# sdram_init_controller_flat

Fig. 1: sdram_init_controller_flat, cell area per tile
Bar = 20 um. 11 x 11 tiles, from black (low) to pale yellow (high), 0 to 100% covered.
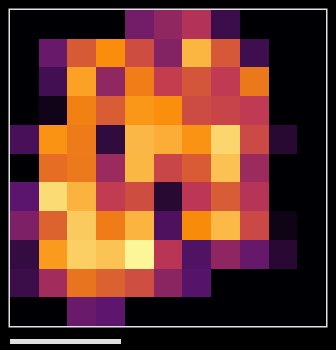

[src/rtl/sdram_init_controller_pkg.sv]
// Shared SDRAM control definitions: init sequencer state encodings and the power-up delay.
// The SDRAM command FSM and debug logic import this to decode the sequencer state.
package sdram_init_controller_pkg;

    localparam logic [1:0] ST_POWER_UP   = 2'd0;
    localparam logic [1:0] ST_WAIT_READY = 2'd1;
    localparam logic [1:0] ST_START      = 2'd2;
    localparam logic [1:0] ST_DONE       = 2'd3;

    // 200 us at a 100 MHz HCLK
    localparam int unsigned DEFAULT_INIT_POWER_UP_DELAY_CYCLES = 20000;

    // A zero delay still needs a 1-bit timer register.
    function automatic int timer_width(input int unsigned delay_cycles);
        return (delay_cycles == 0) ? 1 : $clog2(delay_cycles + 1);
    endfunction

endpackage

[src/rtl/sdram_init_controller_if.sv]
// Init handshake between the power-up sequencer (master) and the SDRAM command FSM (slave).
interface sdram_init_controller_if;

    logic sdram_ready_i;
    logic sdram_init_ack_i;
    logic init_start_o;

    modport master (
        input  sdram_ready_i,
        input  sdram_init_ack_i,
        output init_start_o
    );

    modport slave (
        output sdram_ready_i,
        output sdram_init_ack_i,
        input  init_start_o
    );

endinterface

[src/rtl/sdram_init_controller.sv]
// SDRAM power-up sequencer: waits out the power-up delay, then issues one init request
// to the SDRAM FSM and holds it until acknowledged. Never re-initialises before reset.
module sdram_init_controller
    import sdram_init_controller_pkg::*;
#(
    parameter int unsigned INIT_POWER_UP_DELAY_CYCLES = DEFAULT_INIT_POWER_UP_DELAY_CYCLES
) (
    input  logic                    HCLK,
    input  logic                    HRESET,
    sdram_init_controller_if.master sdram_if
);

    localparam int TIMER_W = timer_width(INIT_POWER_UP_DELAY_CYCLES);
    localparam logic [TIMER_W-1:0] TIMER_INIT = TIMER_W'(INIT_POWER_UP_DELAY_CYCLES);

    logic [1:0]         state_q, state_d;
    logic [TIMER_W-1:0] init_timer_q, init_timer_d;
    logic               init_start_q, init_start_d;
    logic               done_q, done_d;

    always_comb begin
        state_d      = state_q;
        init_timer_d = init_timer_q;
        init_start_d = init_start_q;
        done_d       = done_q;

        case (state_q)
            ST_POWER_UP: begin
                if (init_timer_q != '0) begin
                    init_timer_d = init_timer_q - TIMER_W'(1);
                end else if (sdram_if.sdram_ready_i) begin
                    state_d      = ST_START;
                    init_start_d = 1'b1;
                end else begin
                    state_d = ST_WAIT_READY;
                end
            end
            ST_WAIT_READY: begin
                if (sdram_if.sdram_ready_i) begin
                    state_d      = ST_START;
                    init_start_d = 1'b1;
                end
            end
            ST_START: begin
                // Ready dropping here is ignored: the request stays up until acked.
                init_start_d = 1'b1;
                if (sdram_if.sdram_init_ack_i) begin
                    state_d      = ST_DONE;
                    init_start_d = 1'b0;
                    done_d       = 1'b1;
                end
            end
            ST_DONE: begin
                init_start_d = 1'b0;
            end
            default: begin
                state_d      = ST_POWER_UP;
                init_start_d = 1'b0;
            end
        endcase

        // Once initialised, stay terminal even if the state register were disturbed.
        if (done_q) begin
            state_d      = ST_DONE;
            init_start_d = 1'b0;
        end
    end

    always_ff @(posedge HCLK) begin
        if (HRESET) begin
            state_q      <= ST_POWER_UP;
            init_timer_q <= TIMER_INIT;
            init_start_q <= 1'b0;
            done_q       <= 1'b0;
        end else begin
            state_q      <= state_d;
            init_timer_q <= init_timer_d;
            init_start_q <= init_start_d;
            done_q       <= done_d;
        end
    end

    assign sdram_if.init_start_o = init_start_q;

endmodule

[src/flat_wrapper.sv]
// flat-port wrapper written by rule: the top's interface ports become plain ports
module sdram_init_controller_flat import sdram_init_controller_pkg::*;
#(
    parameter int unsigned INIT_POWER_UP_DELAY_CYCLES = DEFAULT_INIT_POWER_UP_DELAY_CYCLES
)
  (HCLK, HRESET, sdram_if_sdram_ready_i, sdram_if_sdram_init_ack_i, sdram_if_init_start_o);
  sdram_init_controller_if sdram_if_i ();
  input  logic HCLK;
  input  logic HRESET;
  input wire logic [$bits(sdram_if_i.sdram_ready_i)-1:0] sdram_if_sdram_ready_i;
  input wire logic [$bits(sdram_if_i.sdram_init_ack_i)-1:0] sdram_if_sdram_init_ack_i;
  output wire logic [$bits(sdram_if_i.init_start_o)-1:0] sdram_if_init_start_o;
  assign sdram_if_i.sdram_ready_i = sdram_if_sdram_ready_i;
  assign sdram_if_i.sdram_init_ack_i = sdram_if_sdram_init_ack_i;
  assign sdram_if_init_start_o = sdram_if_i.init_start_o;
  sdram_init_controller #(.INIT_POWER_UP_DELAY_CYCLES(INIT_POWER_UP_DELAY_CYCLES)) u_core (.HCLK(HCLK), .HRESET(HRESET), .sdram_if(sdram_if_i));
endmodule
[config.mk]
export PLATFORM = sky130hd
export DESIGN_NAME = sdram_init_controller_flat
export DESIGN_NICKNAME = d
export VERILOG_FILES = /design/src/rtl/sdram_init_controller_pkg.sv /design/src/rtl/sdram_init_controller_if.sv /design/src/rtl/sdram_init_controller.sv /design/src/flat_wrapper.sv
export SDC_FILE = /design/constraint.sdc
export NUM_CORES = 1
export LEC_CHECK = 0
export CORE_MARGIN = 2
export CORE_UTILIZATION = 40
export DETAILED_ROUTE_END_ITERATION = 7
export PLACE_DENSITY = 0.62
export SLEW_MARGIN = 15
export SYNTH_ARGS = -nofsm -noshare
export SYNTH_HDL_FRONTEND = slang
export SYNTH_SLANG_ARGS = --single-unit
[constraint.sdc]
create_clock -name HCLK -period 2.4 [get_ports HCLK]
set_clock_uncertainty 0.2 [all_clocks]
set_input_delay 0.48 -clock HCLK [delete_from_list [all_inputs] [get_ports HCLK]]
set_output_delay 0.48 -clock HCLK [all_outputs]
set_load 0.1 [all_outputs]
# mem_stage

==> src/rtl/mem_stage.sv <==
// Memory-access stage: EXE/MEM register, word load/store over a req/ack
// port with wait states and timeout, registered results toward write-back.
//
// Ports:
//   clk, rst            clock, async active-high reset
//   evalid, ealu, eb    instruction from EXE (valid, address/result, store data)
//   ern, ewreg          destination register and its write enable
//   em2reg, ewmem       load / store flags
//   mstall              stage busy, EXE must hold its outputs
//   dmem_*              data-memory request/acknowledge port
//   wb_*                registered results toward write-back
module mem_stage #(
  parameter int TIMEOUT = 16
) (
  input  logic        clk,
  input  logic        rst,
  input  logic        evalid,
  input  logic [31:0] ealu,
  input  logic [31:0] eb,
  input  logic [4:0]  ern,
  input  logic        ewreg,
  input  logic        em2reg,
  input  logic        ewmem,
  output logic        mstall,
  output logic        dmem_req,
  output logic        dmem_we,
  output logic [31:0] dmem_addr,
  output logic [31:0] dmem_wdata,
  input  logic [31:0] dmem_rdata,
  input  logic        dmem_ack,
  output logic        wb_valid,
  output logic        wb_wreg,
  output logic        wb_m2reg,
  output logic [4:0]  wb_rn,
  output logic [31:0] wb_alu,
  output logic [31:0] wb_mo,
  output logic        wb_err
);

  typedef enum logic [1:0] {
    IDLE,
    ACCESS,
    WAIT
  } state_t;

  typedef struct packed {
    logic        valid;
    logic [31:0] alu;
    logic [31:0] b;
    logic [4:0]  rn;
    logic        wreg;
    logic        m2reg;
    logic        wmem;
  } mreg_t;

  localparam logic [7:0] TLAST = 8'(TIMEOUT - 1);

  state_t      state, state_n;
  logic [7:0]  cnt, cnt_n;
  mreg_t       m;
  logic        mem_op;
  logic        misal;
  logic        last;
  logic        fin;
  logic        err;
  logic        rd_ok;
  logic        e_mem;

  assign mem_op     = m.m2reg | m.wmem;
  assign misal      = mem_op & (m.alu[1:0] != 2'b00);
  assign dmem_req   = m.valid & mem_op & !misal;
  assign dmem_we    = m.wmem;
  assign dmem_addr  = m.alu;
  assign dmem_wdata = m.b;
  assign last       = (cnt == TLAST);
  // ack reaches mstall combinationally so a zero-wait access never stalls
  assign mstall     = dmem_req & !dmem_ack & !last;
  assign fin        = m.valid & !mstall;
  // an ack only counts while a request is actually outstanding
  assign err        = misal | (dmem_req & !dmem_ack);
  assign rd_ok      = dmem_req & dmem_ack & !m.wmem;
  assign e_mem      = evalid & (em2reg | ewmem) & (ealu[1:0] == 2'b00);

  always_comb begin
    state_n = state;
    cnt_n   = cnt;
    if (!mstall) begin
      cnt_n   = 8'd0;
      state_n = e_mem ? ACCESS : IDLE;
    end else begin
      cnt_n = cnt + 8'd1;
      unique case (state)
        IDLE:    state_n = IDLE;
        ACCESS:  state_n = WAIT;
        WAIT:    state_n = WAIT;
        default: state_n = IDLE;
      endcase
    end
  end

  always_ff @(posedge clk or posedge rst) begin
    if (rst) begin
      state <= IDLE;
      cnt   <= 8'd0;
      m     <= '0;
    end else begin
      state <= state_n;
      cnt   <= cnt_n;
      if (!mstall) begin
        m.valid <= evalid;
        m.alu   <= ealu;
        m.b     <= eb;
        m.rn    <= ern;
        m.wreg  <= ewreg;
        m.m2reg <= em2reg;
        m.wmem  <= ewmem;
      end
    end
  end

  always_ff @(posedge clk or posedge rst) begin
    if (rst) begin
      wb_valid <= 1'b0;
      wb_wreg  <= 1'b0;
      wb_m2reg <= 1'b0;
      wb_rn    <= 5'd0;
      wb_alu   <= 32'd0;
      wb_mo    <= 32'd0;
      wb_err   <= 1'b0;
    end else begin
      wb_valid <= fin;
      if (fin) begin
        wb_rn    <= m.rn;
        wb_alu   <= m.alu;
        wb_m2reg <= m.m2reg;
        wb_mo    <= rd_ok ? dmem_rdata : 32'd0;
        wb_err   <= err;
        wb_wreg  <= m.wreg & !err;
      end
    end
  end

endmodule

==> config.mk <==
export PLATFORM = sky130hd
export DESIGN_NAME = mem_stage
export DESIGN_NICKNAME = d
export VERILOG_FILES = /design/src/rtl/mem_stage.sv
export SDC_FILE = /design/constraint.sdc
export NUM_CORES = 1
export LEC_CHECK = 0
export ABC_CLOCK_PERIOD_IN_PS = 5300
export CORE_MARGIN = 8
export CORE_UTILIZATION = 39
export DETAILED_ROUTE_END_ITERATION = 10
export PLACE_DENSITY = 0.76
export SETUP_SLACK_MARGIN = 0.5
export SLEW_MARGIN = 5
export SYNTH_ARGS = -nofsm -noshare
export SYNTH_HDL_FRONTEND = slang
export SYNTH_SLANG_ARGS = --single-unit
==> constraint.sdc <==
create_clock -name clk -period 5.3 [get_ports clk]
set_input_delay 1.06 -clock clk [delete_from_list [all_inputs] [get_ports clk]]
set_output_delay 1.06 -clock clk [all_outputs]
set_load 0.05 [all_outputs]
# host_readout

==> config.mk <==
export PLATFORM = sky130hd
export DESIGN_NAME = host_readout
export DESIGN_NICKNAME = d
export VERILOG_FILES = /design/src/rtl/host_readout_pkg.sv /design/src/rtl/host_readout_gpio_req_detect.sv /design/src/rtl/host_readout.sv
export SDC_FILE = /design/constraint.sdc
export NUM_CORES = 1
export LEC_CHECK = 0
export CORE_MARGIN = 1
export CORE_UTILIZATION = 49
export DETAILED_ROUTE_END_ITERATION = 16
export PLACE_DENSITY = 0.9
export SKIP_LAST_GASP = 1
export SLEW_MARGIN = 20
export SYNTH_ARGS = -nofsm -noshare
export SYNTH_HDL_FRONTEND = slang
export SYNTH_SLANG_ARGS = --single-unit
==> constraint.sdc <==
create_clock -name clk -period 2.4 [get_ports clk]
set_input_delay 0.48 -clock clk [delete_from_list [all_inputs] [get_ports clk]]
set_output_delay 0.48 -clock clk [all_outputs]
set_load 0.02 [all_outputs]
==> src/rtl/host_readout_pkg.sv <==
// Shared constants, FSM state type and helpers for the host readback responder.
package host_readout_pkg;

  localparam int N_CELLS    = 2500;
  localparam int ADDR_WIDTH = 12;
  localparam int DATA_WIDTH = 16;
  localparam int REQ_WIDTH  = 16;
  localparam int IDX_WIDTH  = 15;

  // Readback FSM states; the numeric encoding is visible on dbg_state.
  typedef enum logic [2:0] {
    ST_IDLE    = 3'd0,
    ST_HOLD    = 3'd1,
    ST_ISSUE   = 3'd2,
    ST_WAIT    = 3'd3,
    ST_CAPTURE = 3'd4
  } state_t;

  // True when a host pixel index addresses a real lattice cell.
  function automatic logic idx_in_range(input logic [IDX_WIDTH-1:0] idx);
    return idx < IDX_WIDTH'(N_CELLS);
  endfunction

endpackage

==> src/rtl/host_readout_gpio_req_detect.sv <==
// Registers the host request word and flags new requests. A request is new
// when host_transmission rises, or when it is held high while the index
// changes. The flag is registered so it lines up with the registered index.
module host_readout_gpio_req_detect
  import host_readout_pkg::*;
(
  input  logic                 clk,
  input  logic                 rst,
  input  logic [REQ_WIDTH-1:0] req_word,
  output logic                 new_req,
  output logic                 req_active,
  output logic [IDX_WIDTH-1:0] req_index
);

  logic [REQ_WIDTH-1:0] req_q;
  logic                 new_req_r;
  logic                 detect;

  // Compare the live word with last cycle's copy to spot a fresh request.
  always_comb begin
    detect = 1'b0;
    if (req_word[REQ_WIDTH-1]) begin
      detect = !req_q[REQ_WIDTH-1] ||
               (req_word[IDX_WIDTH-1:0] != req_q[IDX_WIDTH-1:0]);
    end
  end

  // Request stage: copy the GPIO word every cycle and register the new flag.
  always_ff @(posedge clk) begin
    if (rst) begin
      req_q     <= '0;
      new_req_r <= 1'b0;
    end else begin
      req_q     <= req_word;
      new_req_r <= detect;
    end
  end

  assign new_req    = new_req_r;
  assign req_active = req_q[REQ_WIDTH-1];
  assign req_index  = req_q[IDX_WIDTH-1:0];

endmodule

==> src/rtl/host_readout.sv <==
// Host readback responder: serves one pixel of the macroscopic field (u_x,
// u_y, rho, u^2) to the GPIO block, only reading the field RAMs while the
// solver is outside its collision phase.
//
// Handshake: there is no ready. The host raises GPIOi[15] with an index and
// keeps it stable; GPIOvalid=1 means the held outputs belong to the index
// currently on GPIOi. Dropping GPIOi[15] or changing the index withdraws the
// request, clears GPIOvalid, and cancels any read in flight.
module host_readout
  import host_readout_pkg::*;
(
  input  logic                  clk,
  input  logic                  rst,
  input  logic [REQ_WIDTH-1:0]  GPIOi,
  input  logic                  in_collision_state,
  output logic [ADDR_WIDTH-1:0] rd_addr,
  output logic                  rd_en,
  input  logic [DATA_WIDTH-1:0] ux_q,
  input  logic [DATA_WIDTH-1:0] uy_q,
  input  logic [DATA_WIDTH-1:0] rho_q,
  input  logic [DATA_WIDTH-1:0] u2_q,
  output logic [DATA_WIDTH-1:0] GPIOux,
  output logic [DATA_WIDTH-1:0] GPIOuy,
  output logic [DATA_WIDTH-1:0] GPIOrho,
  output logic [DATA_WIDTH-1:0] GPIOu2,
  output logic                  GPIOvalid,
  output logic                  GPIOerr,
  output logic                  busy,
  output logic [2:0]            dbg_state
);

  logic                 new_req;
  logic                 req_active;
  logic [IDX_WIDTH-1:0] req_index;

  state_t               state;
  state_t               state_next;
  logic [IDX_WIDTH-1:0] idx_r;
  logic [IDX_WIDTH-1:0] idx_next;
  logic                 err_r;
  logic                 err_next;
  logic                 clear_valid;
  logic                 clear_err;
  logic                 do_capture;

  // RAM data is only guaranteed for one cycle, so it is parked here in WAIT.
  logic [DATA_WIDTH-1:0] ux_h;
  logic [DATA_WIDTH-1:0] uy_h;
  logic [DATA_WIDTH-1:0] rho_h;
  logic [DATA_WIDTH-1:0] u2_h;

  host_readout_gpio_req_detect u_gpio_req_detect (
    .clk        (clk),
    .rst        (rst),
    .req_word   (GPIOi),
    .new_req    (new_req),
    .req_active (req_active),
    .req_index  (req_index)
  );

  // Next state: a withdrawn request aborts, a new request restarts the
  // sequence from the IDLE decision, otherwise the read walks forward.
  always_comb begin
    state_next  = state;
    idx_next    = idx_r;
    err_next    = err_r;
    clear_valid = 1'b0;
    clear_err   = 1'b0;
    do_capture  = 1'b0;
    if (!req_active) begin
      state_next  = ST_IDLE;
      clear_valid = 1'b1;
    end else if (new_req) begin
      idx_next    = req_index;
      clear_valid = 1'b1;
      clear_err   = 1'b1;
      if (!idx_in_range(req_index)) begin
        err_next   = 1'b1;
        state_next = ST_CAPTURE;
      end else begin
        err_next   = 1'b0;
        state_next = in_collision_state ? ST_HOLD : ST_ISSUE;
      end
    end else begin
      case (state)
        ST_IDLE:    state_next = ST_IDLE;
        ST_HOLD:    if (!in_collision_state) state_next = ST_ISSUE;
        ST_ISSUE:   state_next = ST_WAIT;
        ST_WAIT:    state_next = ST_CAPTURE;
        ST_CAPTURE: begin
          do_capture = 1'b1;
          state_next = ST_IDLE;
        end
        default:    state_next = ST_IDLE;
      endcase
    end
  end

  // State register plus the latched index and its out-of-range flag.
  always_ff @(posedge clk) begin
    if (rst) begin
      state <= ST_IDLE;
      idx_r <= '0;
      err_r <= 1'b0;
    end else begin
      state <= state_next;
      idx_r <= idx_next;
      err_r <= err_next;
    end
  end

  // RAM port: the strobe is high exactly while the FSM sits in ISSUE and the
  // address is loaded on entry to ISSUE, then left alone.
  always_ff @(posedge clk) begin
    if (rst) begin
      rd_en   <= 1'b0;
      rd_addr <= '0;
    end else begin
      rd_en <= (state_next == ST_ISSUE);
      if (state_next == ST_ISSUE) begin
        rd_addr <= idx_next[ADDR_WIDTH-1:0];
      end
    end
  end

  // Park RAM read data during WAIT, the cycle it is valid.
  always_ff @(posedge clk) begin
    if (rst) begin
      ux_h  <= '0;
      uy_h  <= '0;
      rho_h <= '0;
      u2_h  <= '0;
    end else if (state == ST_WAIT) begin
      ux_h  <= ux_q;
      uy_h  <= uy_q;
      rho_h <= rho_q;
      u2_h  <= u2_q;
    end
  end

  // GPIO outputs: cleared flags on withdraw/restart, loaded on capture.
  // Values are kept after a withdraw so the host can still read them.
  always_ff @(posedge clk) begin
    if (rst) begin
      GPIOux    <= '0;
      GPIOuy    <= '0;
      GPIOrho   <= '0;
      GPIOu2    <= '0;
      GPIOvalid <= 1'b0;
      GPIOerr   <= 1'b0;
    end else begin
      if (clear_valid) GPIOvalid <= 1'b0;
      if (clear_err)   GPIOerr   <= 1'b0;
      if (do_capture) begin
        GPIOvalid <= 1'b1;
        if (err_r) begin
          GPIOux  <= '0;
          GPIOuy  <= '0;
          GPIOrho <= '0;
          GPIOu2  <= '0;
          GPIOerr <= 1'b1;
        end else begin
          GPIOux  <= ux_h;
          GPIOuy  <= uy_h;
          GPIOrho <= rho_h;
          GPIOu2  <= u2_h;
          GPIOerr <= 1'b0;
        end
      end
    end
  end

  assign busy      = (state != ST_IDLE);
  assign dbg_state = state;

endmodule


==> layout pictures side by side <==
I/O nets highlighted.
shot_01.png
Bar = 50 um.
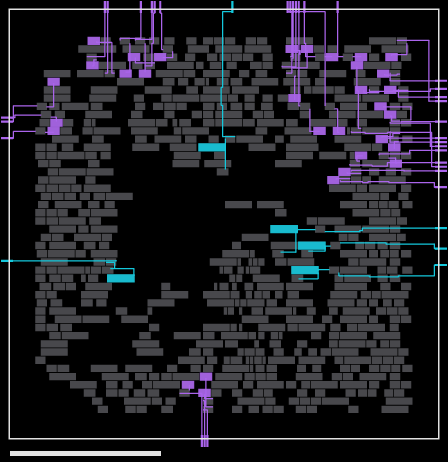
shot_02.png
Bar = 20 um.
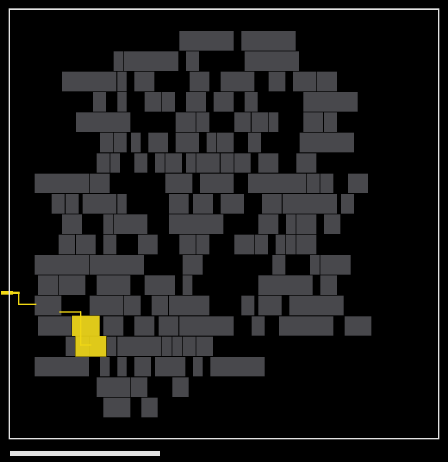
shot_03.png
Bar = 20 um.
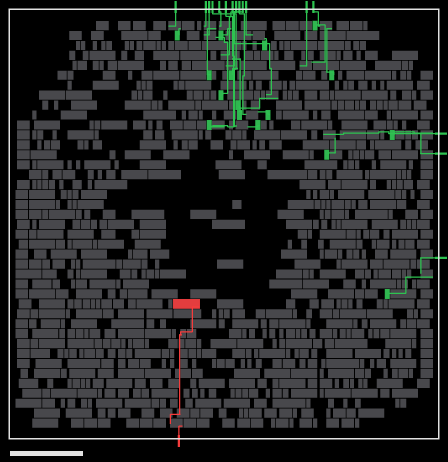
- shot_01.png = mem_stage
- shot_03.png = host_readout
- shot_02.png = sdram_init_controller_flat
Of these, largest die: shot_01.png
Of these, fewest cells: shot_02.png

Key to shot_03.png:
red -> `GPIOvalid`  # bits 1, direction output, end cells 1, buffers 1, wire 43.6 um
green -> `rho_q`  # bits 16, direction input, end cells 16, buffers 16, wire 442 um

Fig. 2: mem_stage, track usage over the die
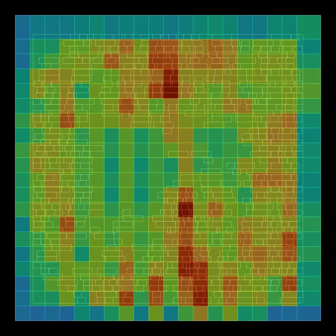
fraction of met2 tracks used by global routing: 25.1%
busiest metal layer after global routing: met2
wire length per cell: 18.2 um
met1 global-route usage: 16.8%

==> results_tabular.tex, mem_stage <==
% Synthesis and place-and-route results
\begin{tabular}{lr}
\hline
Metric & Value \\
\hline
\multicolumn{2}{l}{\textbf{Finish}} \\
Top cell excl fill/tap & sky130\_fd\_sc\_hd\_\_clkdlybuf4s50\_1 \\
Fraction of layout instances using a drive strength above 1 & 23.3\% \\
\multicolumn{2}{l}{\textbf{Worst setup path}} \\
Crit. End Element & primary output \\
Worst EP required & 4.24 ns \\
\multicolumn{2}{l}{\textbf{Detailed routing}} \\
Average vias per placed instance & 4.65 \\
Met3 WL post-DR & 1.44 mm \\
\multicolumn{2}{l}{\textbf{Place}} \\
Buffers on Ports & 247 \\
Routability congestion estimate & 0.791 \\
\multicolumn{2}{l}{\textbf{CTS}} \\
Clock buffer count from CTS & 17 \\
Number of buffers inserted by hold repair at cts & 0 \\
\multicolumn{2}{l}{\textbf{Power}} \\
Power share of the combinational group & 22.1\% \\
Proportion of total power due to net switching & 29.4\% \\
Clock share of power & 36.4\% \\
\multicolumn{2}{l}{\textbf{Hold path}} \\
Hold Path End & cnt[0] \\
Beginning of the worst hold path & cnt[0] \\
\multicolumn{2}{l}{\textbf{Final timing}} \\
Worst-case hold slack & 0.461 ns \\
\multicolumn{2}{l}{\textbf{Yosys}} \\
FA/HA/MAJ Cells, Area Fraction & 0.202\% \\
Top cell type by instance count after synthesis & sky130\_fd\_sc\_hd\_\_dfrtp\_1 \\
Post-synthesis cell count from yosys & 420 \\
Proportion of netlist area held by the largest area contributor & 62.1\% \\
\multicolumn{2}{l}{\textbf{Status}} \\
Outcome & finished clean \\
\hline
\end{tabular}
## mem_stage: final cells by class
class	instances	area (um2)	area share, %
Sequential cell	154	3850	42.8
Timing Repair Buffer	253	2540	28.2
Multi-Input combinational cell	181	1760	19.5
Clock buffer	19	433	4.81
Tap cell	216	270	3.00
Clock inverter	12	125	1.39
Inverter	4	18.8	0.209
Antenna cell	1	2.50	0.0278
## mem_stage: through the flow
| step | power [mW] | util (%) | std cells | setup slack [ns] | area [um2] |
|---|---|---|---|---|---|
| finish | 3.15 | 57.3 | 840 | 1.91 | 9000 |
| detailed placement | 2.04 | 53.7 | 808 | 1.83 | 8440 |
| floorplan | 1.79 | - | 420 | 2.29 | 6210 |
| global placement | 2.02 | 53.7 | 808 | 1.91 | 8440 |
| global route | 3.29 | 57.3 | 840 | 1.79 | 9000 |
| CTS | 3.21 | 57.3 | 839 | 1.88 | 9000 |
## mem_stage: worst max-delay path, delay by kind of cell
kind,cells,cell delay (ns)
buffers and inverters,4,0.92
AND/OR/NAND/NOR,2,0.34
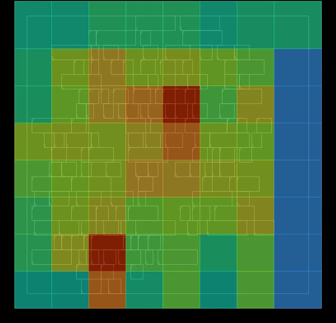
Fig. 3. Track usage over the die (sdram_init_controller_flat).
wire length per cell: 13.1 um
core utilization of the finished layout: 45.8%

Notes on Fig. 1 above:
tiles over 75% full = 17%
emptiest ninth of the die = south-east
densest ninth of the die = centre
nearly empty tiles = 31%
fullest tile = 98%
mean over tiles = 37%

==> results_tabular.tex, sdram_init_controller_flat <==
% Synthesis and place-and-route results
\begin{tabular}{lr}
\hline
Metric & Value \\
\hline
\multicolumn{2}{l}{\textbf{Yosys}} \\
Sequential cell area fraction in the yosys report & 33.7\% \\
\multicolumn{2}{l}{\textbf{Power}} \\
Proportion of total power due to net switching & 42.7\% \\
Relative contribution of sequential cells to total power & 36.1\% \\
Leakage power & 0.458 nW \\
\multicolumn{2}{l}{\textbf{Final timing}} \\
Worst Max-Slew Pin Slew & 0.472 ns \\
Setup-failing EPs final & 0 \\
\multicolumn{2}{l}{\textbf{Status}} \\
Outcome & finished clean \\
\multicolumn{2}{l}{\textbf{Hold path}} \\
Path class of the lowest-slack min-delay path & flop to flop \\
Beginning of the worst hold path & u\_core.init\_timer\_q[14] \\
\multicolumn{2}{l}{\textbf{Finish}} \\
Fraction of layout instances using a drive strength above 1 & 13.0\% \\
\multicolumn{2}{l}{\textbf{Detailed routing}} \\
Met3 WL post-DR & 70 um \\
Detail Route met2 WL & 1.04 mm \\
Remaining routing DRC violations & 0 \\
\multicolumn{2}{l}{\textbf{Die}} \\
Count of boundary I/O pins & 5 \\
Chip height & 57.1 um \\
\multicolumn{2}{l}{\textbf{Place}} \\
Placed cell area & 1210 um2 \\
\hline
\end{tabular}
[sdram_init_controller_flat: critical path: cells and delay by family, from the launching register on]
family	cells	cell delay, ns
DFF	1	0.34
buffers and inverters	1	0.11
and+or+nand+nor	4	1.30
adders and majority gates	1	0.20
[sdram_init_controller_flat: flip-flops by register name, summed over array words and instances, names as in the netlist]
signal / flops
u_core.state_q: 2
u_core.init_timer_q: 15
u_core.done_q: 1
u_core.sdram_if.init_start_o: 1
[sdram_init_controller_flat: placed cells by master, fill, tap and decap left out, drive strengths merged, types with 5 or more instances in the layout]
cell type / instances
a21oi: 11
ha: 5
nor2: 11
nand2: 7
buf: 5
nor4: 5
o21ai: 5
dfxtp: 19
nor3: 5
nand2b: 5
[sdram_init_controller_flat: what timing repair did]
action / 4_1_cts / 5_1_grt
buffers inserted: 0 / 0
resized: 0 / 1
setup endpoints to repair: 0 / 2
[sdram_init_controller_flat: final cells by class]
| cell class | instances | area share (%) |
|---|---|---|
| clock buffers | 4 | 2.11 |
| repair buffers | 8 | 5.44 |
| well taps | 31 | 3.12 |
| multi-input cells | 103 | 57.5 |
| inverters | 4 | 1.21 |
| flip-flops and latches | 19 | 30.6 |
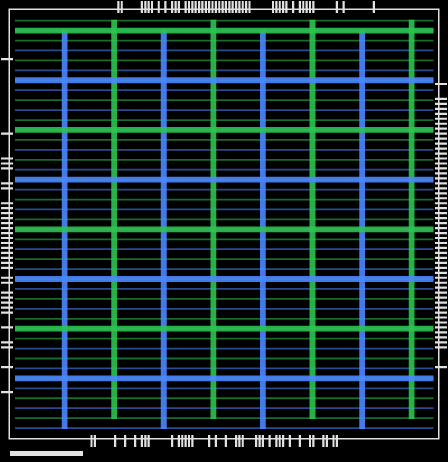
Fig. 4. Floorplan with the power grid (host_readout).
Bar = 20 um. Pins as bars on the die edge.
blue -> VSS
green -> VDD
met4 straps = 8
signal pins = 166
rows = 41
met5 straps = 8

==> results_tabular.tex, host_readout <==
% Synthesis and place-and-route results
\begin{tabular}{lr}
\hline
Metric & Value \\
\hline
\multicolumn{2}{l}{\textbf{Worst setup path}} \\
Family of cells with the greatest summed delay on the critical path & buffers and inverters \\
Worst setup path class & flop to primary output \\
Worst EP required & 1.92 ns \\
Critical path fanouts, max & 7 \\
\multicolumn{2}{l}{\textbf{Power}} \\
Overall Power & 5.82 mW \\
Leakage power & 3.01 nW \\
Pwr/cell area & 656 nW/um2 \\
\multicolumn{2}{l}{\textbf{CTS}} \\
Clock buffer count from CTS & 17 \\
Worst-case clock buffer depth & 2 \\
Source-to-sink clock delay at the later pin of the worst-skew pair & 0.42 ns \\
Number of buffers inserted by hold repair at cts & 0 \\
\multicolumn{2}{l}{\textbf{Die}} \\
Horizontal die dimension & 117 um \\
\multicolumn{2}{l}{\textbf{Finish}} \\
Fraction of layout instances using a drive strength above 1 & 6.28\% \\
\#MultiIn Comb & 519 \\
Count of inverters not on the clock network in the layout & 2 \\
Core utilization of the finished layout & 69.5\% \\
\multicolumn{2}{l}{\textbf{Final timing}} \\
Post-route setup TNS & 0 ns \\
Final worst-path cycle share & 90.4\% \\
Final-report hold violation count & 0 \\
\multicolumn{2}{l}{\textbf{Hold path}} \\
Path class of the lowest-slack min-delay path & flop to flop \\
\multicolumn{2}{l}{\textbf{Yosys}} \\
Synthesized netlist cell count & 756 \\
Ranking of synthesized cells by instance count & sky130\_fd\_sc\_hd\_\_dfxtp\_1 (176), sky130\_fd\_sc\_hd\_\_nand2\_1 (158), sky130\_fd\_sc\_hd\_\_a21oi\_1 (143), sky130\_fd\_sc\_hd\_\_nor2\_1 (70), sky130\_fd\_sc\_hd\_\_nor3b\_1 (65) \\
\multicolumn{2}{l}{\textbf{Status}} \\
Outcome & finished clean \\
\multicolumn{2}{l}{\textbf{Detailed routing}} \\
First drt pass iteration count & 5 \\
Remaining routing DRC violations & 0 \\
\hline
\end{tabular}
==> host_readout: kinds of logic after synthesis <==
group | Yosys count | share of synthesized area, %
xor+xnor | 15 | 2.02
buf+inv | 61 | 3.89
compound gates | 150 | 11.7
flops | 176 | 54.2
simple gates | 342 | 25.5
mux | 12 | 2.60
==> host_readout: worst reg2reg max path: cells and delay by family, from the launching register on <==
kind,cells,cell delay [ns]
and+or+nand+nor,4,1.08
buffers and inverters,1,0.17
muxes,1,0.34
DFF,1,0.40
==> host_readout: layer usage <==
layer	up-vias	wire length [um]	GRT usage, %
li1	2768	-	-
met1	2621	6800	28.0
met2	158	7690	38.6
met3	33	804	6.08
met4	0	367	11.2
met5	-	0	0
==> host_readout: path summary, 6_finish.rpt <==
path | from | slack (ns) | to
hold reg to reg | u2_h[14] | 0.45 | u2_h[14]
setup reg to reg | u_gpio_req_detect.req_q[11] | 0.29 | rd_addr[1]
setup / recovery | dbg_state[0] | 0.23 | busy
hold / removal | u2_h[14] | 0.45 | u2_h[14]

# flag_pend_issue

Fig. 5: flag_pend_issue, track usage over the die
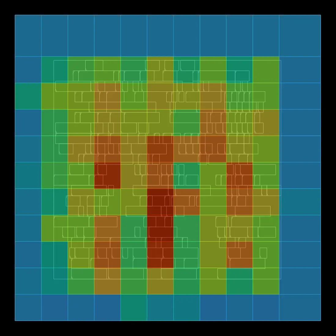

===== src/rtl/flag_pend_pkg.sv =====
// Shared types and constants for the flag_pend_issue block.
// Optional issue-count statistics output is enabled by defining FLAG_PEND_STATS_EN.
package flag_pend_pkg;

    localparam int NSRC_DEF  = 4;
    localparam int CNT_W_DEF = 4;
    localparam int STATS_W   = 16;

    typedef enum logic [1:0] {
        IDLE,
        ISSUE,
        ARM,
        WAIT
    } state_e;

endpackage


===== src/rtl/flag_pend_issue_rr_arb.sv =====
// Combinational round-robin arbiter: picks the lowest-index requester strictly
// above the last grant, wrapping to index 0.
module rr_arb
    import flag_pend_pkg::*;
#(
    parameter int NSRC  = NSRC_DEF,
    parameter int IDX_W = $clog2(NSRC)
) (
    input  logic [NSRC-1:0]  req_i,
    input  logic [IDX_W-1:0] last_i,
    output logic [IDX_W-1:0] gnt_o,
    output logic             gnt_vld_o
);

    logic [IDX_W-1:0] idx;

    always_comb begin
        gnt_o     = '0;
        gnt_vld_o = 1'b0;
        idx       = '0;
        for (int unsigned k = 1; k <= NSRC; k++) begin
            idx = IDX_W'((32'(last_i) + k) % NSRC);
            if (!gnt_vld_o && req_i[idx]) begin
                gnt_vld_o = 1'b1;
                gnt_o     = idx;
            end
        end
    end

endmodule


===== src/rtl/flag_pend_issue.sv =====
// Per-source pending event counters feeding a single-pulse request handshake
// towards a flag synchronizer. Define FLAG_PEND_STATS_EN to add issued_cnt_o.
module flag_pend_issue
    import flag_pend_pkg::*;
#(
    parameter int NSRC  = NSRC_DEF,
    parameter int CNT_W = CNT_W_DEF
) (
    input  logic                      clk,
    input  logic                      rst_n,
    input  logic [NSRC-1:0]           evt_i,
    input  logic                      busy_i,
    input  logic                      ovf_clr_i,
    output logic                      flag_o,
    output logic [$clog2(NSRC)-1:0]   src_id_o,
    output logic                      pend_any_o,
    output logic [NSRC-1:0]           ovf_o
`ifdef FLAG_PEND_STATS_EN
   ,output logic [STATS_W-1:0]        issued_cnt_o
`endif
);

    localparam int IDX_W = $clog2(NSRC);

    state_e           state_q;
    logic             flag_q;
    logic [IDX_W-1:0] src_id_q;
    logic [IDX_W-1:0] last_q;

    logic [CNT_W-1:0] cnt_q [NSRC];
    logic [CNT_W-1:0] cnt_d [NSRC];
    logic [NSRC-1:0]  ovf_q;
    logic [NSRC-1:0]  ovf_d;
    logic [NSRC-1:0]  nz;
    logic [NSRC-1:0]  dec;
    logic             pend_any;

    logic [IDX_W-1:0] gnt;
    logic             gnt_vld;

    always_comb begin
        nz = '0;
        for (int unsigned i = 0; i < NSRC; i++) begin
            nz[i] = |cnt_q[i];
        end
    end

    assign pend_any = |nz;

    rr_arb #(
        .NSRC  (NSRC),
        .IDX_W (IDX_W)
    ) u_arb (
        .req_i     (nz),
        .last_i    (last_q),
        .gnt_o     (gnt),
        .gnt_vld_o (gnt_vld)
    );

    // src_id_q already holds the grant during ISSUE, so it selects the decrement.
    always_comb begin
        dec = '0;
        if (state_q == ISSUE) begin
            dec[src_id_q] = 1'b1;
        end
    end

    always_comb begin
        ovf_d = ovf_q & ~{NSRC{ovf_clr_i}};
        for (int unsigned i = 0; i < NSRC; i++) begin
            cnt_d[i] = cnt_q[i];
            if (evt_i[i] && !dec[i]) begin
                if (&cnt_q[i]) begin
                    ovf_d[i] = 1'b1;
                end else begin
                    cnt_d[i] = cnt_q[i] + CNT_W'(1);
                end
            end else if (dec[i] && !evt_i[i]) begin
                cnt_d[i] = cnt_q[i] - CNT_W'(1);
            end
        end
    end

    always_ff @(posedge clk or negedge rst_n) begin
        if (!rst_n) begin
            for (int unsigned i = 0; i < NSRC; i++) begin
                cnt_q[i] <= '0;
            end
            ovf_q <= '0;
        end else begin
            for (int unsigned i = 0; i < NSRC; i++) begin
                cnt_q[i] <= cnt_d[i];
            end
            ovf_q <= ovf_d;
        end
    end

    always_ff @(posedge clk or negedge rst_n) begin
        if (!rst_n) begin
            state_q  <= IDLE;
            flag_q   <= 1'b0;
            src_id_q <= '0;
            last_q   <= IDX_W'(NSRC - 1);
        end else begin
            flag_q <= 1'b0;
            case (state_q)
                IDLE: begin
                    if (pend_any && gnt_vld && !busy_i) begin
                        state_q  <= ISSUE;
                        flag_q   <= 1'b1;
                        src_id_q <= gnt;
                        last_q   <= gnt;
                    end
                end
                ISSUE: state_q <= ARM;
                // The synchronizer raises busy one cycle after the pulse, so ARM skips it.
                ARM:   state_q <= WAIT;
                WAIT: begin
                    if (!busy_i) begin
                        state_q <= IDLE;
                    end
                end
                default: state_q <= IDLE;
            endcase
        end
    end

`ifdef FLAG_PEND_STATS_EN
    logic [STATS_W-1:0] issued_q;

    always_ff @(posedge clk or negedge rst_n) begin
        if (!rst_n) begin
            issued_q <= '0;
        end else if (state_q == ISSUE) begin
            issued_q <= issued_q + STATS_W'(1);
        end
    end

    assign issued_cnt_o = issued_q;
`endif

    assign flag_o     = flag_q;
    assign src_id_o   = src_id_q;
    assign pend_any_o = pend_any;
    assign ovf_o      = ovf_q;

endmodule

===== config.mk =====
export PLATFORM = sky130hd
export DESIGN_NAME = flag_pend_issue
export DESIGN_NICKNAME = d
export VERILOG_FILES = /design/src/rtl/flag_pend_pkg.sv /design/src/rtl/flag_pend_issue_rr_arb.sv /design/src/rtl/flag_pend_issue.sv
export SDC_FILE = /design/constraint.sdc
export NUM_CORES = 1
export LEC_CHECK = 0
export ABC_AREA = 1
export CAP_MARGIN = 0
export CORE_MARGIN = 10
export CORE_UTILIZATION = 50
export DETAILED_ROUTE_END_ITERATION = 7
export GPL_TIMING_DRIVEN = 0
export PLACE_DENSITY_LB_ADDON = 0.08
export SLEW_MARGIN = 20
export SYNTH_ARGS = -nofsm -noshare
export SYNTH_HDL_FRONTEND = slang
export SYNTH_SLANG_ARGS = --single-unit

===== constraint.sdc =====
create_clock -name clk -period 2.6 [get_ports clk]
set_input_delay 0.39 -clock clk [delete_from_list [all_inputs] [get_ports clk]]
set_output_delay 0.39 -clock clk [all_outputs]
set_load 0.02 [all_outputs]

# doc_mailbox_responder

$ cat src/rtl/doc_mbox_pkg.sv
// doc_mbox_pkg: command/error codes, header layout and FSM states shared by the DOC mailbox responder.
package doc_mbox_pkg;
   localparam logic [10:0] CMD_GET_VOLTAGE     = 11'h018;
   localparam logic [10:0] CMD_GET_TEMPERATURE = 11'h019;
   localparam logic [10:0] ERR_OK   = 11'd0;
   localparam logic [10:0] ERR_LEN  = 11'd1;
   localparam logic [10:0] ERR_OVF  = 11'd2;
   localparam logic [10:0] ERR_UNK  = 11'd3;
   localparam logic [10:0] ERR_MASK = 11'd4;
   localparam logic [10:0] ERR_INJ  = 11'd7;
   localparam int HDR_ID_LSB   = 24;
   localparam int HDR_LEN_LSB  = 12;
   localparam int HDR_CODE_LSB = 0;
   typedef enum logic [2:0] {IDLE, CMD_ARGS, DRAIN, EXEC, RSP_HDR, RSP_DATA} state_t;
   typedef struct packed {
      logic [3:0]  rsvd_hi;
      logic [3:0]  id;
      logic        rsvd_len;
      logic [10:0] len;
      logic        rsvd_code;
      logic [10:0] code;
   } hdr_t;
   function automatic logic [31:0] mk_hdr(input logic [3:0] id, input logic [10:0] len, input logic [10:0] code);
      hdr_t h;
      h      = '0;
      h.id   = id;
      h.len  = len;
      h.code = code;
      return h;
   endfunction
endpackage

$ cat src/rtl/doc_mbox_rsp_sel.sv
// doc_mbox_rsp_sel: lowest set channel of the remaining response mask, and whether it is the last one.
module doc_mbox_rsp_sel (
   input  logic [31:0] mask,
   output logic [4:0]  idx,
   output logic        last
);
   always_comb begin
      idx = '0;
      for (int i = 31; i >= 0; i--) if (mask[i]) idx = 5'(i);
      last = (mask & (mask - 32'd1)) == '0;
   end
endmodule

$ cat src/rtl/doc_mailbox_responder.sv
// doc_mailbox_responder: Avalon-ST mailbox responder serving GET_VOLTAGE/GET_TEMPERATURE.
// Defining DOC_MBOX_FAULT_INJ_EN adds fault_inj_err/fault_inj_flip for forced errors and data corruption.
module doc_mailbox_responder import doc_mbox_pkg::*; #(
   parameter int P_NO_CHANNELS      = 4,
   parameter int P_NO_TEMP_CHANNELS = 4,
   parameter int P_RSP_LATENCY      = 8,
   parameter int P_MAX_ARGS         = 4
) (
   input  logic                            hw_clk,
   input  logic                            hw_reset_n,
   output logic                            command_ready,
   input  logic                            command_valid,
   input  logic [31:0]                     command_data,
   input  logic                            command_startofpacket,
   input  logic                            command_endofpacket,
   input  logic                            response_ready,
   output logic                            response_valid,
   output logic [31:0]                     response_data,
   output logic                            response_startofpacket,
   output logic                            response_endofpacket,
   input  logic [P_NO_CHANNELS*32-1:0]      voltage_sample,
   input  logic [P_NO_TEMP_CHANNELS*32-1:0] temperature_sample,
`ifdef DOC_MBOX_FAULT_INJ_EN
   input  logic                            fault_inj_err,
   input  logic [31:0]                     fault_inj_flip,
`endif
   output logic                            busy
);
   localparam logic [10:0] MAX_ARGS = 11'(P_MAX_ARGS);
   localparam logic [7:0]  LAT_LOAD = 8'(P_RSP_LATENCY - 1);

   state_t        state;
   logic [3:0]    id_q;
   logic [10:0]   len_q, code_q, arg_cnt, err_c, len_c;
   logic [31:0]   mask_q, mask_rem, flip;
   logic [7:0]    lat;
   logic [1023:0] smp_q;
   logic [4:0]    idx;
   logic          ovf_q, inj_q, inj_in, inj_now, is_volt, known, in_range, last, cmd_xfer, rsp_xfer;

`ifdef DOC_MBOX_FAULT_INJ_EN
   assign inj_in = fault_inj_err;
   assign flip   = fault_inj_flip;
`else
   assign inj_in = 1'b0;
   assign flip   = '0;
`endif

   assign busy     = state != IDLE;
   assign cmd_xfer = command_valid & command_ready;
   assign rsp_xfer = response_valid & response_ready;
   assign is_volt  = code_q == CMD_GET_VOLTAGE;
   assign known    = is_volt || code_q == CMD_GET_TEMPERATURE;
   assign in_range = is_volt ? (mask_q >> P_NO_CHANNELS) == '0 : (mask_q >> P_NO_TEMP_CHANNELS) == '0;
   assign inj_now  = inj_q | inj_in;
   assign err_c    = inj_now ? ERR_INJ : ovf_q ? ERR_OVF : !known ? ERR_UNK :
                     arg_cnt != len_q ? ERR_LEN : (mask_q == '0 || !in_range) ? ERR_MASK : ERR_OK;
   assign len_c    = err_c == ERR_OK ? 11'($countones(mask_q)) : '0;

   doc_mbox_rsp_sel u_sel (.mask(mask_rem), .idx(idx), .last(last));

   always_ff @(posedge hw_clk or negedge hw_reset_n) begin
      if (!hw_reset_n) begin
         state                  <= IDLE;
         command_ready          <= 1'b0;
         response_valid         <= 1'b0;
         response_data          <= '0;
         response_startofpacket <= 1'b0;
         response_endofpacket   <= 1'b0;
         id_q                   <= '0;
         len_q                  <= '0;
         code_q                 <= '0;
         arg_cnt                <= '0;
         mask_q                 <= '0;
         mask_rem               <= '0;
         lat                    <= '0;
         smp_q                  <= '0;
         ovf_q                  <= 1'b0;
         inj_q                  <= 1'b0;
      end else begin
         case (state)
            IDLE, CMD_ARGS, DRAIN: begin
               command_ready <= 1'b1;
               if (cmd_xfer) begin
                  if (command_startofpacket && state != DRAIN) begin
                     id_q    <= command_data[HDR_ID_LSB +: 4];
                     len_q   <= command_data[HDR_LEN_LSB +: 11];
                     code_q  <= command_data[HDR_CODE_LSB +: 11];
                     arg_cnt <= '0;
                     mask_q  <= '0;
                     ovf_q   <= 1'b0;
                     inj_q   <= 1'b0;
                  end else if (state == CMD_ARGS) begin
                     if (arg_cnt == '0) mask_q <= command_data;
                     if (arg_cnt == MAX_ARGS) ovf_q <= 1'b1;
                     if (arg_cnt != '1) arg_cnt <= arg_cnt + 11'd1;
                  end
                  // IDLE only leaves on a header word; stray words are dropped here
                  if (state != IDLE || command_startofpacket) begin
                     if (command_endofpacket) begin
                        state         <= EXEC;
                        command_ready <= 1'b0;
                        lat           <= LAT_LOAD;
                     end else if (state == CMD_ARGS && !command_startofpacket && arg_cnt == MAX_ARGS) state <= DRAIN;
                     else if (state == IDLE) state <= CMD_ARGS;
                  end
               end
            end
            EXEC: begin
               inj_q <= inj_now;
               if (lat == '0) begin
                  state                  <= RSP_HDR;
                  smp_q                  <= is_volt ? 1024'(voltage_sample) : 1024'(temperature_sample);
                  mask_rem               <= err_c == ERR_OK ? mask_q : '0;
                  response_valid         <= 1'b1;
                  response_startofpacket <= 1'b1;
                  response_endofpacket   <= len_c == '0;
                  response_data          <= mk_hdr(id_q, len_c, err_c);
               end else lat <= lat - 8'd1;
            end
            RSP_HDR, RSP_DATA: begin
               if (rsp_xfer) begin
                  if (response_endofpacket) begin
                     state                  <= IDLE;
                     command_ready          <= 1'b1;
                     response_valid         <= 1'b0;
                     response_startofpacket <= 1'b0;
                     response_endofpacket   <= 1'b0;
                  end else begin
                     state                  <= RSP_DATA;
                     response_startofpacket <= 1'b0;
                     response_endofpacket   <= last;
                     response_data          <= smp_q[{idx, 5'd0} +: 32] ^ flip;
                     mask_rem               <= mask_rem & ~(32'd1 << idx);
                  end
               end
            end
            default: state <= IDLE;
         endcase
      end
   end
endmodule

$ cat config.mk
export PLATFORM = sky130hd
export DESIGN_NAME = doc_mailbox_responder
export DESIGN_NICKNAME = d
export VERILOG_FILES = /design/src/rtl/doc_mbox_pkg.sv /design/src/rtl/doc_mbox_rsp_sel.sv /design/src/rtl/doc_mailbox_responder.sv
export SDC_FILE = /design/constraint.sdc
export NUM_CORES = 1
export LEC_CHECK = 0
export ABC_CLOCK_PERIOD_IN_PS = 5700
export CORE_ASPECT_RATIO = 0.5
export CORE_MARGIN = 10
export CORE_UTILIZATION = 45
export DETAILED_ROUTE_END_ITERATION = 10
export PLACE_DENSITY_LB_ADDON = 0.3
export SLEW_MARGIN = 40
export SYNTH_ARGS = -nofsm -noshare
export SYNTH_HDL_FRONTEND = slang
export SYNTH_SLANG_ARGS = --single-unit
$ cat constraint.sdc
create_clock -name hw_clk -period 5.7 [get_ports hw_clk]
set_input_delay 1.14 -clock hw_clk [delete_from_list [all_inputs] [get_ports hw_clk]]
set_output_delay 1.14 -clock hw_clk [all_outputs]
set_load 0.02 [all_outputs]
Fig. 6: flag_pend_issue, placed cells, one colour a class
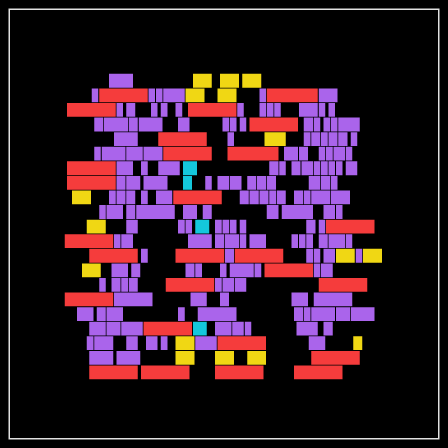
red -> registers  # cells 27, share of their area 35%
yellow -> remaining buffers and delay cells  # cells 16, share of their area 8.0%
purple -> remaining logic cells  # cells 174, share of their area 56%
cyan -> clock drivers and dummy loads  # cells 4, share of their area 1.4%
core utilization of the finished layout: 59.6%
CORE AREA: 3390 um2
Design Area, Final: 2020 um2

About Fig. 5:
GR Layer Usage met3: 2.59%
global routing usage summed across all routing layers: 12.3%
fraction of met2 tracks used by global routing: 21.1%
met1 global-route usage: 14.6%
wire length per cell: 13.7 um

==> results_tabular.tex, flag_pend_issue <==
% Synthesis and place-and-route results
\begin{tabular}{lr}
\hline
Metric & Value \\
\hline
\multicolumn{2}{l}{\textbf{Global route}} \\
First-pass GRT wire length & 6.38 mm \\
Busiest metal layer after global routing & met2 \\
Number of global-route vias before repair & 1424 \\
\multicolumn{2}{l}{\textbf{Yosys}} \\
Total standard cell area after synthesis & 1790 um2 \\
Yosys warning total & 0 \\
Post-synthesis area per instance & 8.86 um2 \\
Post-synthesis cell count from yosys & 202 \\
Most area-hungry cell type in the Yosys netlist & sky130\_fd\_sc\_hd\_\_dfrtp\_1 \\
And+or+nand+nor area frac & 25.2\% \\
Proportion of netlist area held by the largest area contributor & 34.9\% \\
Sequential cell area fraction in the yosys report & 37.9\% \\
\multicolumn{2}{l}{\textbf{Detailed routing}} \\
Met3 WL post-DR & 123 um \\
Wirelength, routed & 3.65 mm \\
Vias & 1424 \\
\multicolumn{2}{l}{\textbf{Final timing}} \\
Post-route setup TNS & 0 ns \\
Max-slew violation count & 0 \\
\multicolumn{2}{l}{\textbf{Finish}} \\
Fraction of layout instances using a drive strength above 1 & 12.7\% \\
Ant diodes & 0 \\
Top cell excl fill/tap & sky130\_fd\_sc\_hd\_\_nand2\_1 \\
\multicolumn{2}{l}{\textbf{Power}} \\
Power drawn by the combinational cells & 1.45 mW \\
Power drawn by the sequential cells & 887 uW \\
\multicolumn{2}{l}{\textbf{CTS}} \\
Buffer type at the clock tree root & sky130\_fd\_sc\_hd\_\_clkbuf\_4 \\
Post-CTS Setup Bufs & 0 \\
\multicolumn{2}{l}{\textbf{Worst setup path}} \\
Worst setup path class & flop to primary output \\
\multicolumn{2}{l}{\textbf{Status}} \\
Outcome & finished clean \\
\hline
\end{tabular}
-- flag_pend_issue: per-stage QoR --
stage,setup WS [ns],hold slack [ns]
after floorplan,0.616,0.0944
after global placement,0.382,0.486
after detailed placement,0.302,0.438
after CTS,0.178,0.0450
after global routing,0.0370,0.0591
final,0.204,0.0369
-- flag_pend_issue: worst max-delay path, delay by kind of cell, from the launching register on --
kind | cells | cell delay (ns)
AND/OR/NAND/NOR | 3 | 0.63
buffers and inverters | 1 | 0.55
flip-flops | 1 | 0.48
-- flag_pend_issue: final cells by class --
class / instances / area (um2) / area share, %
Clock buffer: 3 / 22.5 / 1.11
Inverter: 20 / 75.1 / 3.72
Timing Repair Buffer: 15 / 145 / 7.18
Sequential cell: 27 / 678 / 33.6
Multi-Input combinational cell: 154 / 1030 / 50.8
Clock inverter: 1 / 5.00 / 0.248
Tap cell: 46 / 57.6 / 2.85
Buffer: 1 / 11.3 / 0.557
-- flag_pend_issue: flip-flops by register name (all words and copies together), names as in the netlist --
signal / flops
state_q: 2
flag_o: 1
src_id_o: 2
cnt_q: 16
ovf_o: 4
last_q: 2
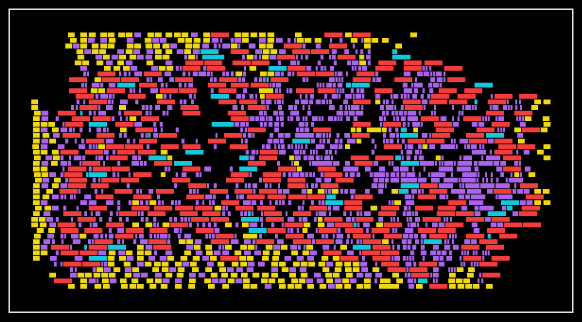
Fig. 7. Placed cells, one colour a class (doc_mailbox_responder).
red -> registers  # cells 277, share of their area 37%
cyan -> clock drivers and dummy loads  # cells 47, share of their area 4.7%
yellow -> remaining buffers and delay cells  # cells 354, share of their area 19%
purple -> remaining logic cells  # cells 1114, share of their area 39%

==> results_tabular.tex, doc_mailbox_responder <==
% Synthesis and place-and-route results
\begin{tabular}{lr}
\hline
Metric & Value \\
\hline
\multicolumn{2}{l}{\textbf{Status}} \\
Outcome & finished clean \\
\multicolumn{2}{l}{\textbf{Die}} \\
CORE AREA & 31700 um2 \\
\multicolumn{2}{l}{\textbf{Worst setup path}} \\
Worst EP required & 6.16 ns \\
\multicolumn{2}{l}{\textbf{CTS}} \\
CTS tree & built \\
Source-to-sink clock delay at the later pin of the worst-skew pair & 0.55 ns \\
\multicolumn{2}{l}{\textbf{Final timing}} \\
Max Fclk & 186 MHz \\
\multicolumn{2}{l}{\textbf{Power}} \\
Proportion of total power due to net switching & 33.1\% \\
VDD IR max & 0.000263 V \\
Leakage power & 8.15 nW \\
Power Clock & 1.79 mW \\
Power share of the combinational group & 29.6\% \\
\multicolumn{2}{l}{\textbf{Hold path}} \\
Beginning of the worst hold path & code\_q[7] \\
\multicolumn{2}{l}{\textbf{Finish}} \\
Fraction of standard cell area that is sequential & 36.2\% \\
Count of inverters not on the clock network in the layout & 51 \\
\multicolumn{2}{l}{\textbf{Yosys}} \\
Synthesized netlist cell count & 1485 \\
\hline
\end{tabular}
[doc_mailbox_responder: worst max path at each step]
stage                           from              endpoint  slack (ns)  cells past startpoint
after floorplan           mask_q[17]  response_endofpacket        0.57                     17
after global placement    mask_q[23]  response_endofpacket        0.33                     17
after detailed placement  mask_q[17]  response_endofpacket        0.26                     17
after CTS                 mask_q[23]  response_endofpacket        0.23                     17
after global routing      mask_q[17]  response_endofpacket        0.06                     17
final                     mask_q[17]  response_endofpacket        0.32                     16
[doc_mailbox_responder: per-layer routing]
layer / wire [um] / GRT usage [%]
met5: 0 / 0
met4: 884 / 4.54
met3: 2760 / 4.68
met2: 22500 / 37.1
met1: 19500 / 29.5
[doc_mailbox_responder: what timing repair did]
action                                 4_1_cts  5_1_grt
setup endpoints to repair                    0        1
endpoints found under the hold margin        0        0
gates resized                                0        2
buffers inserted                             0        1
[doc_mailbox_responder: per-stage QoR]
| step | worst slack, ns | cells |
|---|---|---|
| 3_5_place_dp | 0.265 | 2175 |
| 5_1_grt | 0.0625 | 2224 |
| 6_report | 0.320 | 2224 |
| 4_1_cts | 0.225 | 2222 |
| 3_3_place_gp | 0.331 | 2174 |
| 2_1_floorplan | 0.568 | 1485 |

==> layout pictures side by side <==
Cell area per tile.
picture 1
Bar = 100 um. 27 x 15 tiles, from black (low) to pale yellow (high), 0 to 100% covered.
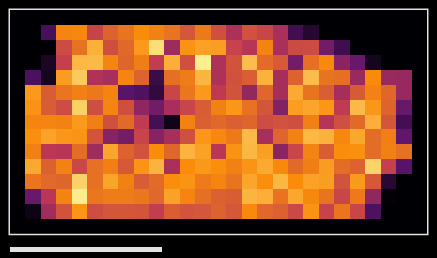
picture 2
Bar = 20 um. 8 x 8 tiles, from black (low) to pale yellow (high), 0 to 100% covered.
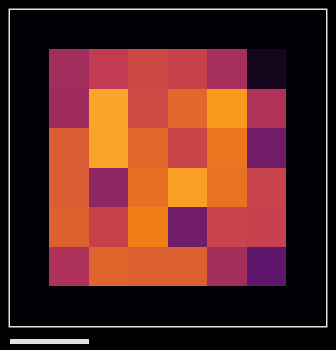
Picture 2 comes from flag_pend_issue.
Picture 1 comes from doc_mailbox_responder.



==> notes/layouts.md <==
Pictures saved along the way, in no particular order.

Placed cells, one colour a class.
image #1
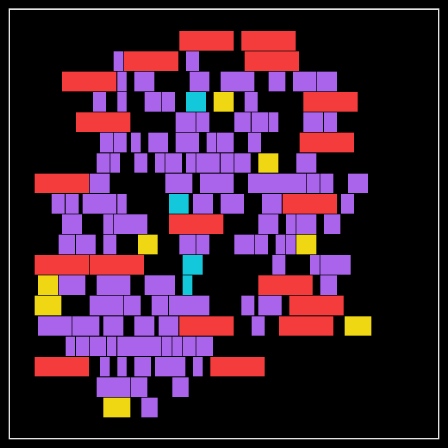
image #2
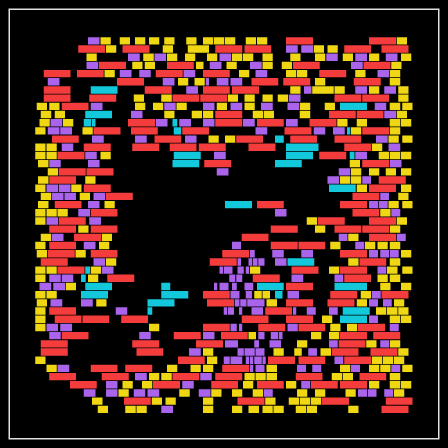
image #3
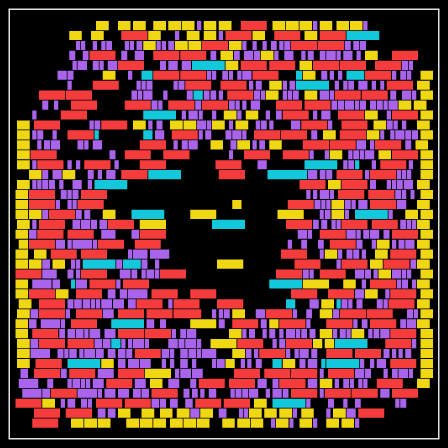
sdram_init_controller_flat is image #1.
mem_stage is image #2.
host_readout is image #3.
Of these, fewest sequential cells: image #1
Of these, fewest cells: image #1

Key to image #2:
cyan -> clock drivers and dummy loads  # cells 31, share of their area 6.4%
red -> registers  # cells 154, share of their area 44%
purple -> remaining logic cells  # cells 185, share of their area 20%
yellow -> remaining buffers and delay cells  # cells 253, share of their area 29%

Power figures rest on the tool's default switching activity, not on a simulated workload.
